# ---- design 1 ----
Figure 1. Zoomed window (design 1).
The bar under the picture is 10 um long. Window x 61 to 101, y 20 to 60 um. Cells in gray, sequential cells in the stronger gray; small squares are vias.
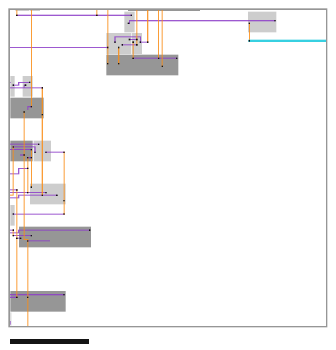

==> config.mk <==
export PLATFORM = sky130hd
export DESIGN_NAME = spram_frame_reader
export DESIGN_NICKNAME = d
export VERILOG_FILES = /design/src/rtl/spram_frame_reader.sv
export SDC_FILE = /design/constraint.sdc
export NUM_CORES = 1
export LEC_CHECK = 0
export ABC_AREA = 1
export CORE_ASPECT_RATIO = 1.5
export CORE_MARGIN = 2
export CORE_UTILIZATION = 30
export CTS_BUF_LIST = sky130_fd_sc_hd__clkbuf_4 sky130_fd_sc_hd__clkbuf_8
export CTS_CLUSTER_DIAMETER = 120
export DETAILED_ROUTE_END_ITERATION = 7
export SLEW_MARGIN = 5
export SYNTH_ARGS = -nofsm -noshare
export SYNTH_HDL_FRONTEND = slang
export SYNTH_SLANG_ARGS = --single-unit
==> constraint.sdc <==
create_clock -name clk -period 2.1 [get_ports clk]
set_input_delay 0.315 -clock clk [delete_from_list [all_inputs] [get_ports clk]]
set_output_delay 0.315 -clock clk [all_outputs]
set_load 0.1 [all_outputs]
==> src/rtl/spram_frame_reader.sv <==
// spram_frame_reader
//   Reads one frame of NUM_LEDS 24-bit pixels (two 16-bit SPRAM words each)
//   and presents them in order on a valid/ready stream for the WS2812 driver.
//   Frames start on `start` or when the auto-refresh counter saturates.
//
// Ports
//   clk         system clock
//   reset       asynchronous active-low reset
//   start       single-cycle frame request (ignored while busy)
//   base_addr   word address of pixel 0, sampled at frame start
//   spram_addr  registered SPRAM read address
//   spram_dout  SPRAM data out (one-cycle read latency)
//   pix_data    pixel {G,R,B}
//   pix_valid   pix_data is valid
//   pix_ready   downstream accepts the pixel
//   pix_last    current pixel is the last of the frame (qualified by pix_valid)
//   busy        a frame is in progress
//   frame_done  single-cycle pulse after the last pixel is accepted
module spram_frame_reader #(
  parameter int NUM_LEDS       = 144,
  parameter int ADDR_W         = 14,
  parameter int REFRESH_CYCLES = 720000
) (
  input  logic              clk,
  input  logic              reset,
  input  logic              start,
  input  logic [ADDR_W-1:0] base_addr,
  output logic [ADDR_W-1:0] spram_addr,
  input  logic [15:0]       spram_dout,
  output logic [23:0]       pix_data,
  output logic              pix_valid,
  input  logic              pix_ready,
  output logic              pix_last,
  output logic              busy,
  output logic              frame_done
);

  localparam int IDX_W = (NUM_LEDS > 1) ? $clog2(NUM_LEDS) : 1;
  localparam int REF_W = (REFRESH_CYCLES > 1) ? $clog2(REFRESH_CYCLES) : 1;
  localparam logic [IDX_W-1:0] LAST_IDX = IDX_W'(NUM_LEDS - 1);
  localparam logic [REF_W-1:0] REF_MAX  = (REFRESH_CYCLES > 0) ? REF_W'(REFRESH_CYCLES - 1) : '0;

  typedef enum logic [2:0] {
    IDLE,
    LO,
    HI,
    CAP,
    PRESENT
  } state_t;

  state_t            state;
  logic [IDX_W-1:0]  idx;
  logic [ADDR_W-1:0] pix_addr;   // word-0 address of the current pixel
  logic [ADDR_W-1:0] next_addr;
  logic [REF_W-1:0]  ref_cnt;
  logic              refresh_hit;
  logic              launch;
  logic              accept;
  logic              unused_hi;

  // Word 1 upper byte carries no colour data.
  assign unused_hi = ^spram_dout[15:8];

  always_comb begin
    refresh_hit = (REFRESH_CYCLES != 0) && (ref_cnt == REF_MAX);
    launch      = (state == IDLE) && (start || refresh_hit);
    accept      = (state == PRESENT) && pix_valid && pix_ready;
    // base + 2*idx is tracked incrementally instead of multiplied out.
    next_addr   = pix_addr + ADDR_W'(2);
  end

  // Auto-refresh counter: restarts at every frame launch, saturates at the period.
  always_ff @(posedge clk or negedge reset) begin
    if (!reset) begin
      ref_cnt <= '0;
    end else if (REFRESH_CYCLES == 0) begin
      ref_cnt <= '0;
    end else if (launch) begin
      ref_cnt <= '0;
    end else if (ref_cnt != REF_MAX) begin
      ref_cnt <= ref_cnt + 1'b1;
    end
  end

  always_ff @(posedge clk or negedge reset) begin
    if (!reset) begin
      state      <= IDLE;
      idx        <= '0;
      pix_addr   <= '0;
      spram_addr <= '0;
      pix_data   <= '0;
      pix_valid  <= 1'b0;
      pix_last   <= 1'b0;
      busy       <= 1'b0;
      frame_done <= 1'b0;
    end else begin
      frame_done <= 1'b0;
      case (state)
        IDLE: begin
          if (launch) begin
            pix_addr   <= base_addr;
            spram_addr <= base_addr;
            idx        <= '0;
            busy       <= 1'b1;
            state      <= LO;
          end
        end
        LO: begin
          spram_addr <= pix_addr + 1'b1;
          state      <= HI;
        end
        HI: begin
          pix_data[15:0] <= spram_dout;
          state          <= CAP;
        end
        CAP: begin
          pix_data[23:16] <= spram_dout[7:0];
          pix_valid       <= 1'b1;
          pix_last        <= (idx == LAST_IDX);
          state           <= PRESENT;
        end
        PRESENT: begin
          if (accept) begin
            pix_valid <= 1'b0;
            pix_last  <= 1'b0;
            if (idx == LAST_IDX) begin
              frame_done <= 1'b1;
              busy       <= 1'b0;
              state      <= IDLE;
            end else begin
              idx        <= idx + 1'b1;
              pix_addr   <= next_addr;
              spram_addr <= next_addr;
              state      <= LO;
            end
          end
        end
        default: state <= IDLE;
      endcase
    end
  end

endmodule
# ---- design 2 ----
## src/rtl/vc_demux3_buf_pkg.sv

```systemverilog
// Shared constants for the 3-way domain-tagged demux buffer.
package vc_demux3_buf_pkg;

  // Output select encodings; DROP discards the message.
  typedef enum logic [1:0] {
    SelOut0 = 2'd0,
    SelOut1 = 2'd1,
    SelOut2 = 2'd2,
    SelDrop = 2'd3
  } sel_e;

  localparam int unsigned NumOut = 3;
  localparam int unsigned DropW  = 4;
  localparam logic [DropW-1:0] DropMax = {DropW{1'b1}};

endpackage

```

## src/rtl/vc_demux3_buf_slot.sv

```systemverilog
// One-entry pipeline register holding a payload and its security domain tag,
// with pass-through refill. Payload and domain are scrubbed to zero whenever
// the entry drains so no data lingers in an empty slot.
module vc_DomainSlot #(
  parameter int unsigned p_nbits = 1
) (
  input  logic               clk,
  input  logic               reset,      // synchronous, active-low
  input  logic               load_i,     // producer fire targeting this slot
  input  logic [p_nbits-1:0] msg_i,
  input  logic               domain_i,
  output logic               rdy_o,      // slot can accept this cycle
  output logic               val_o,
  input  logic               deq_rdy_i,
  output logic [p_nbits-1:0] msg_o,
  output logic               domain_o
);

  logic               val_q, val_d;
  logic [p_nbits-1:0] msg_q, msg_d;
  logic               dom_q, dom_d;

  assign rdy_o    = !val_q || deq_rdy_i;
  assign val_o    = val_q;
  assign msg_o    = msg_q;
  assign domain_o = dom_q;

  // Next state: refill wins over drain; a drain without refill scrubs the slot.
  always_comb begin
    val_d = val_q;
    msg_d = msg_q;
    dom_d = dom_q;
    if (load_i) begin
      val_d = 1'b1;
      msg_d = msg_i;
      dom_d = domain_i;
    end else if (val_q && deq_rdy_i) begin
      val_d = 1'b0;
      msg_d = '0;
      dom_d = 1'b0;
    end
  end

  // Slot register with synchronous active-low clear.
  always_ff @(posedge clk) begin
    if (!reset) begin
      val_q <= 1'b0;
      msg_q <= '0;
      dom_q <= 1'b0;
    end else begin
      val_q <= val_d;
      msg_q <= msg_d;
      dom_q <= dom_d;
    end
  end

endmodule

```

## src/rtl/vc_demux3_buf.sv

```systemverilog
// Three-way demultiplexer with one buffered, domain-tagged slot per output.
// sel = DROP discards the message and bumps a saturating drop counter.
module vc_demux3_buf
  import vc_demux3_buf_pkg::*;
#(
  parameter int unsigned p_nbits = 1
) (
  input  logic               clk,
  input  logic               reset,        // synchronous, active-low
  input  logic               in_val,
  output logic               in_rdy,
  input  logic [p_nbits-1:0] in_msg,
  input  logic               in_domain,
  input  logic [1:0]         sel,
  output logic               out0_val,
  input  logic               out0_rdy,
  output logic [p_nbits-1:0] out0_msg,
  output logic               out0_domain,
  output logic               out1_val,
  input  logic               out1_rdy,
  output logic [p_nbits-1:0] out1_msg,
  output logic               out1_domain,
  output logic               out2_val,
  input  logic               out2_rdy,
  output logic [p_nbits-1:0] out2_msg,
  output logic               out2_domain,
  output logic [DropW-1:0]   drop_count
);

  logic [NumOut-1:0]  slot_rdy;
  logic [NumOut-1:0]  slot_val;
  logic [NumOut-1:0]  deq_rdy;
  logic [NumOut-1:0]  load;
  logic [NumOut-1:0]  slot_dom;
  logic [p_nbits-1:0] slot_msg [NumOut];
  logic [DropW-1:0]   drop_q, drop_d;
  logic               in_fire;
  sel_e               sel_w;

  assign sel_w   = sel_e'(sel);
  assign deq_rdy = {out2_rdy, out1_rdy, out0_rdy};
  assign in_fire = in_val && in_rdy;

  // Input ready depends only on reset, sel and the selected slot, never on in_val.
  always_comb begin
    in_rdy = 1'b0;
    if (reset) begin
      case (sel_w)
        SelOut0: in_rdy = slot_rdy[0];
        SelOut1: in_rdy = slot_rdy[1];
        SelOut2: in_rdy = slot_rdy[2];
        default: in_rdy = 1'b1;
      endcase
    end
  end

  // Route an accepted message to exactly one slot.
  always_comb begin
    load = '0;
    if (in_fire && (sel_w != SelDrop)) begin
      load[sel] = 1'b1;
    end
  end

  for (genvar k = 0; k < NumOut; k++) begin : g_slot
    vc_DomainSlot #(
      .p_nbits (p_nbits)
    ) u_slot (
      .clk       (clk),
      .reset     (reset),
      .load_i    (load[k]),
      .msg_i     (in_msg),
      .domain_i  (in_domain),
      .rdy_o     (slot_rdy[k]),
      .val_o     (slot_val[k]),
      .deq_rdy_i (deq_rdy[k]),
      .msg_o     (slot_msg[k]),
      .domain_o  (slot_dom[k])
    );
  end

  assign out0_val    = slot_val[0];
  assign out1_val    = slot_val[1];
  assign out2_val    = slot_val[2];
  assign out0_msg    = slot_msg[0];
  assign out1_msg    = slot_msg[1];
  assign out2_msg    = slot_msg[2];
  assign out0_domain = slot_dom[0];
  assign out1_domain = slot_dom[1];
  assign out2_domain = slot_dom[2];

  // Saturating count of discarded messages.
  always_comb begin
    drop_d = drop_q;
    if (in_fire && (sel_w == SelDrop) && (drop_q != DropMax)) begin
      drop_d = drop_q + 1'b1;
    end
  end

  // Drop counter register.
  always_ff @(posedge clk) begin
    if (!reset) begin
      drop_q <= '0;
    end else begin
      drop_q <= drop_d;
    end
  end

  assign drop_count = drop_q;

endmodule
```

## config.mk

```make
export PLATFORM = sky130hd
export DESIGN_NAME = vc_demux3_buf
export DESIGN_NICKNAME = d
export VERILOG_FILES = /design/src/rtl/vc_demux3_buf_pkg.sv /design/src/rtl/vc_demux3_buf_slot.sv /design/src/rtl/vc_demux3_buf.sv
export SDC_FILE = /design/constraint.sdc
export NUM_CORES = 1
export LEC_CHECK = 0
export CORE_MARGIN = 2
export CORE_UTILIZATION = 44
export CTS_BUF_LIST = sky130_fd_sc_hd__clkbuf_8
export DETAILED_ROUTE_END_ITERATION = 10
export PLACE_DENSITY = 0.8
export SLEW_MARGIN = 20
export SYNTH_ARGS = -nofsm -noshare
export SYNTH_HDL_FRONTEND = slang
export SYNTH_SLANG_ARGS = --single-unit
export TNS_END_PERCENT = 30
```

## constraint.sdc

```tcl
create_clock -name clk -period 1.79 [get_ports clk]
set_clock_uncertainty 0.2 [all_clocks]
set_input_delay 0.2685 -clock clk [delete_from_list [all_inputs] [get_ports clk]]
set_output_delay 0.2685 -clock clk [all_outputs]
set_load 0.1 [all_outputs]
```


## Gallery

Signal wires on met1.
image #1
The bar under the picture is 10 um long. Supply wires on this layer in gray.
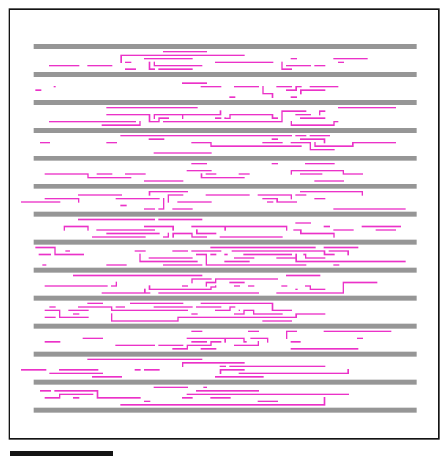
image #2
The bar under the picture is 20 um long. Supply wires on this layer in gray.
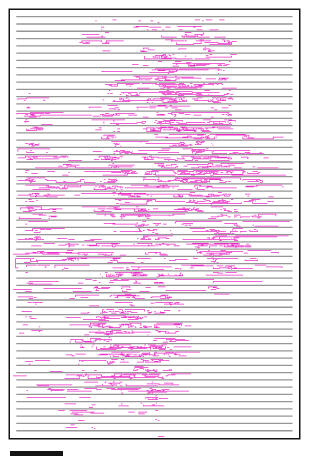
Image #1 comes from design 2.
Image #2 comes from design 1.
Of these, largest die: image #2

Figure 2. Gate-type map (design 2).
The bar under the picture is 10 um long.
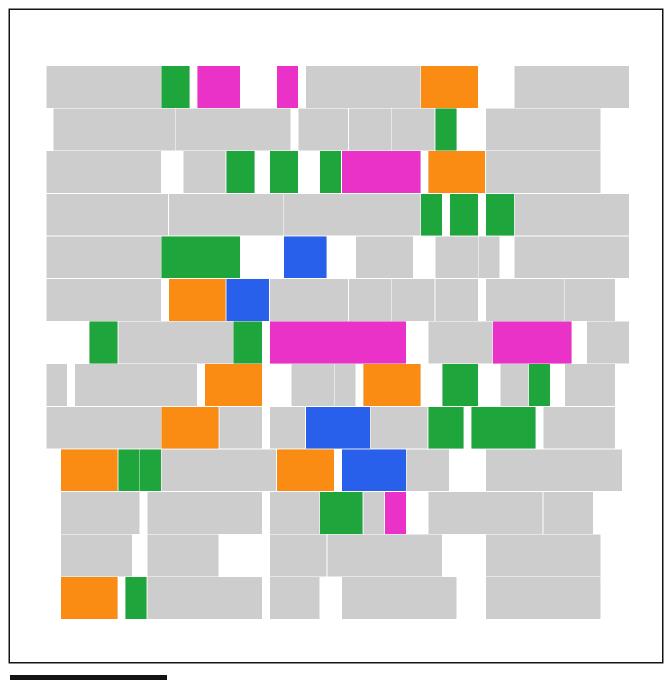
blue -> AND-OR and OR-AND gates  # cells 4, where middle
green -> NAND gates  # cells 19
magenta -> NOR gates  # cells 6
orange -> multiplexers  # cells 9, most used mux2i_1

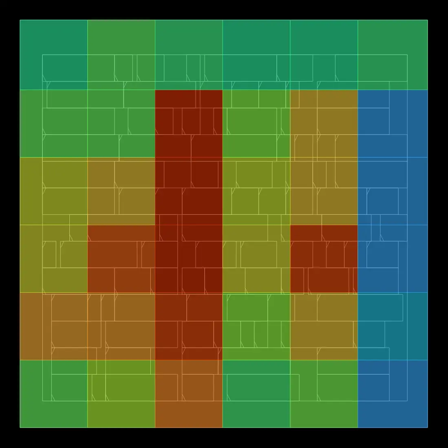
Figure 3: design 2, congestion heat map.
global route hottest layer: met2
met1 Resource Use GR: 0.2730
Routed wire per std cell: 17.40 um
overall global routing resource usage: 0.2489
met3 capacity usage during global routing: 0.09130

==> flow_summary.html, design 2 <==
<!-- implementation run metrics -->
<table>
<tr><th>Metric</th><th>Value</th></tr>
<tr><th colspan="2">Final layout</th></tr>
<tr><td>Final std cells w/o fill</td><td>113</td></tr>
<tr><th colspan="2">Timing</th></tr>
<tr><td>Total negative setup slack</td><td>0 ns</td></tr>
<tr><td>Upper clock frequency limit</td><td>573.5 MHz</td></tr>
<tr><th colspan="2">Logic synthesis</th></tr>
<tr><td>Adder Area Share</td><td>0.02008</td></tr>
<tr><td>Cell count in the Yosys report</td><td>63</td></tr>
<tr><td>Mux share</td><td>0.1446</td></tr>
<tr><th colspan="2">Run status</th></tr>
<tr><td>Result of the run</td><td>finished, final reports clean</td></tr>
<tr><th colspan="2">Worst setup path</th></tr>
<tr><td>Maximum fanout along the worst path</td><td>3</td></tr>
<tr><th colspan="2">Clock tree</th></tr>
<tr><td>Root buffer cell</td><td>sky130_fd_sc_hd__clkbuf_8</td></tr>
</table>
design 2: where the power goes:
part,switching [uW],internal [uW],leakage (uW)
clock,106,151,0.0000269
sequential,8.25,294,0.000108
combinational,94.2,66.1,0.000346
design 2: path summary, 6_finish.rpt:
path | startpoint | end
max | g_slot[2].u_slot.val_o | in_rdy
min | out1_rdy | g_slot[1].u_slot.domain_o
max reg2reg | g_slot[2].u_slot.val_o | g_slot[2].u_slot.msg_o
min reg2reg | g_slot[0].u_slot.msg_o | g_slot[0].u_slot.msg_o
design 2: kinds of logic (layout without fill, tap and decap cells):
family | after synthesis | after routing
AND-OR/OR-AND | 8 | 8
adder cells (fa/ha/maj) | 1 | 1
buffers and inverters | 5 | 40
flip-flops | 13 | 13
multiplexers | 9 | 9
AND/OR/NAND/NOR | 27 | 27
design 2: timing repair:
action | CTS | global route
resized | 9 | 2
endpoints found under the setup margin | 1 | 3
pin swaps | 1 | 1
buffers inserted | 1 | 1
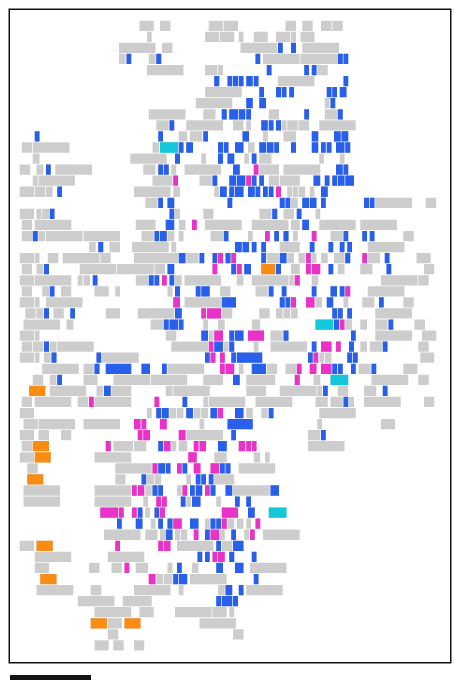
Figure 4: design 1, gate-type map.
The bar under the picture is 20 um long.
cyan -> adder and majority cells  # cells 4, most used ha_1
blue -> NAND gates  # cells 261, most used nand2_1
magenta -> NOR gates  # cells 83, most used nor2_1
orange -> multiplexers  # cells 9, most used mux2_2
final std cells w/o fill: 923
combinational fraction of the cell area: 0.3883
dominant logic cell type in the layout: sky130_fd_sc_hd__nand2_1

Notes on Figure 1 above:
cyan -> metal 3
purple -> metal 1
orange -> metal 2
sequential cells in the window = 3
most frequent = dfrtp_1 (3), inv_1 (2)
netlist names of flops here include = ref_cnt (2), pix_addr (1)
cells with their middle in the window = 10

==> flow_summary.html, design 1 <==
<!-- implementation run metrics -->
<table>
<tr><th>Metric</th><th>Value</th></tr>
<tr><th colspan="2">Run status</th></tr>
<tr><td>Result of the run</td><td>finished, final reports clean</td></tr>
<tr><th colspan="2">Timing</th></tr>
<tr><td>Upper clock frequency limit</td><td>approximately 520 MHz</td></tr>
<tr><th colspan="2">Worst setup path</th></tr>
<tr><td>Reg2Reg Setup Slack</td><td>between 0.15 and 0.2 ns</td></tr>
<tr><th colspan="2">Logic synthesis</th></tr>
<tr><td>Post-synthesis xor/xnor area fraction</td><td>0.007172</td></tr>
<tr><td>Post-synth tally of flip-flops with integrated enable</td><td>0</td></tr>
<tr><td>Fraction of post-synthesis cell area in the top cell type by area</td><td>0.4457</td></tr>
<tr><td>Leading cell types by count after synthesis</td><td>sky130_fd_sc_hd__nand2_1 (184), sky130_fd_sc_hd__dfrtp_1 (87), sky130_fd_sc_hd__inv_1 (64), sky130_fd_sc_hd__nor2_1 (55), sky130_fd_sc_hd__nand3_1 (51)</td></tr>
<tr><td>Dominant flop cell</td><td>sky130_fd_sc_hd__dfrtp_1</td></tr>
<tr><th colspan="2">Pwr</th></tr>
<tr><td>P_sw</td><td>about 5800 uW</td></tr>
<tr><td>Total power per unit cell area</td><td>1703 mW/mm^2</td></tr>
<tr><th colspan="2">Detailed routing</th></tr>
<tr><td>Met2 WL</td><td>between 5 and 6 mm</td></tr>
<tr><td>Detailed-route wire length on metal 1</td><td>~5 mm</td></tr>
<tr><th colspan="2">Global route</th></tr>
<tr><td>Met1 Resource Use GR</td><td>0.1785</td></tr>
<tr><th colspan="2">Clock tree</th></tr>
<tr><td>CTS sink count</td><td>~87</td></tr>
</table>
==> design 1: layout by cell type (no fill, tap or decap), drive strengths merged <==
| cell | count |
|---|---|
| nor3b | 3 |
| nor4 | 1 |
| clkbuf | 11 |
| dfrtp | 87 |
| a211oi | 1 |
| xor2 | 3 |
| mux2 | 8 |
| or2 | 2 |
| a22oi | 1 |
| o211ai | 2 |
| mux2i | 1 |
| clkinv | 4 |
| buf | 57 |
| o21bai | 1 |
| a21oi | 20 |
| nor3 | 15 |
| bufinv | 1 |
| o21ai | 64 |
| clkdlybuf4s50 | 32 |
| nand3b | 2 |
| inv | 67 |
| dlygate4sd3 | 1 |
| ha | 4 |
| nand2 | 191 |
| and3 | 1 |
| xnor2 | 1 |
| o21a | 2 |
| a31oi | 1 |
| nand4 | 12 |
| nor2 | 64 |
| a21boi | 1 |
| nand3 | 56 |
==> design 1: layout make-up <==
| cell class | count | area [sq um] |
|---|---|---|
| Fill cell | 1698 | 10030 |
| Clock inverter | 5 | 57.56 |
| Sequential cell | 87 | 2177 |
| Tap cell | 206 | 257.7 |
| Multi-Input combinational cell | 457 | 2335 |
| Clock buffer | 11 | 145.1 |
| Inverter | 67 | 256.5 |
| Timing Repair Buffer | 90 | 783.3 |


==> gallery <==
M3 wires.
Plate I
The bar under the picture is 20 um long. Cells faint in the background.
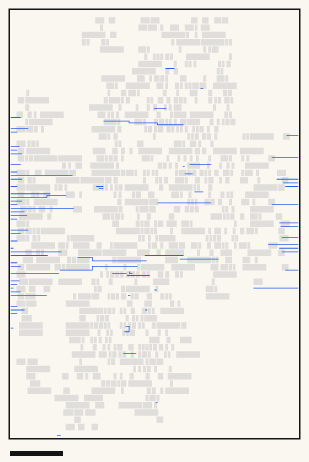
Plate II
The bar under the picture is 10 um long. Cells faint in the background.
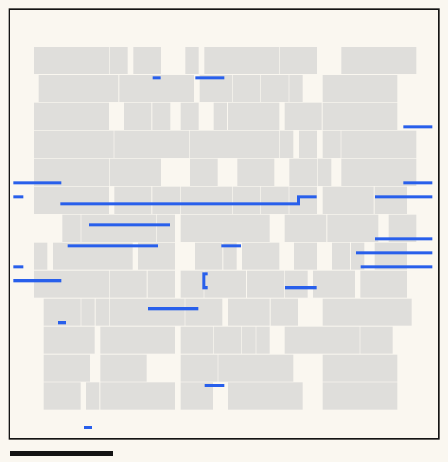
- largest die: Plate I
- design 2 = Plate II
- design 1 = Plate I

Key to Plate I:
wire length on this layer = 525 um
longest straight run = 23.2 um

Power is estimated from default activity; no workload was simulated.
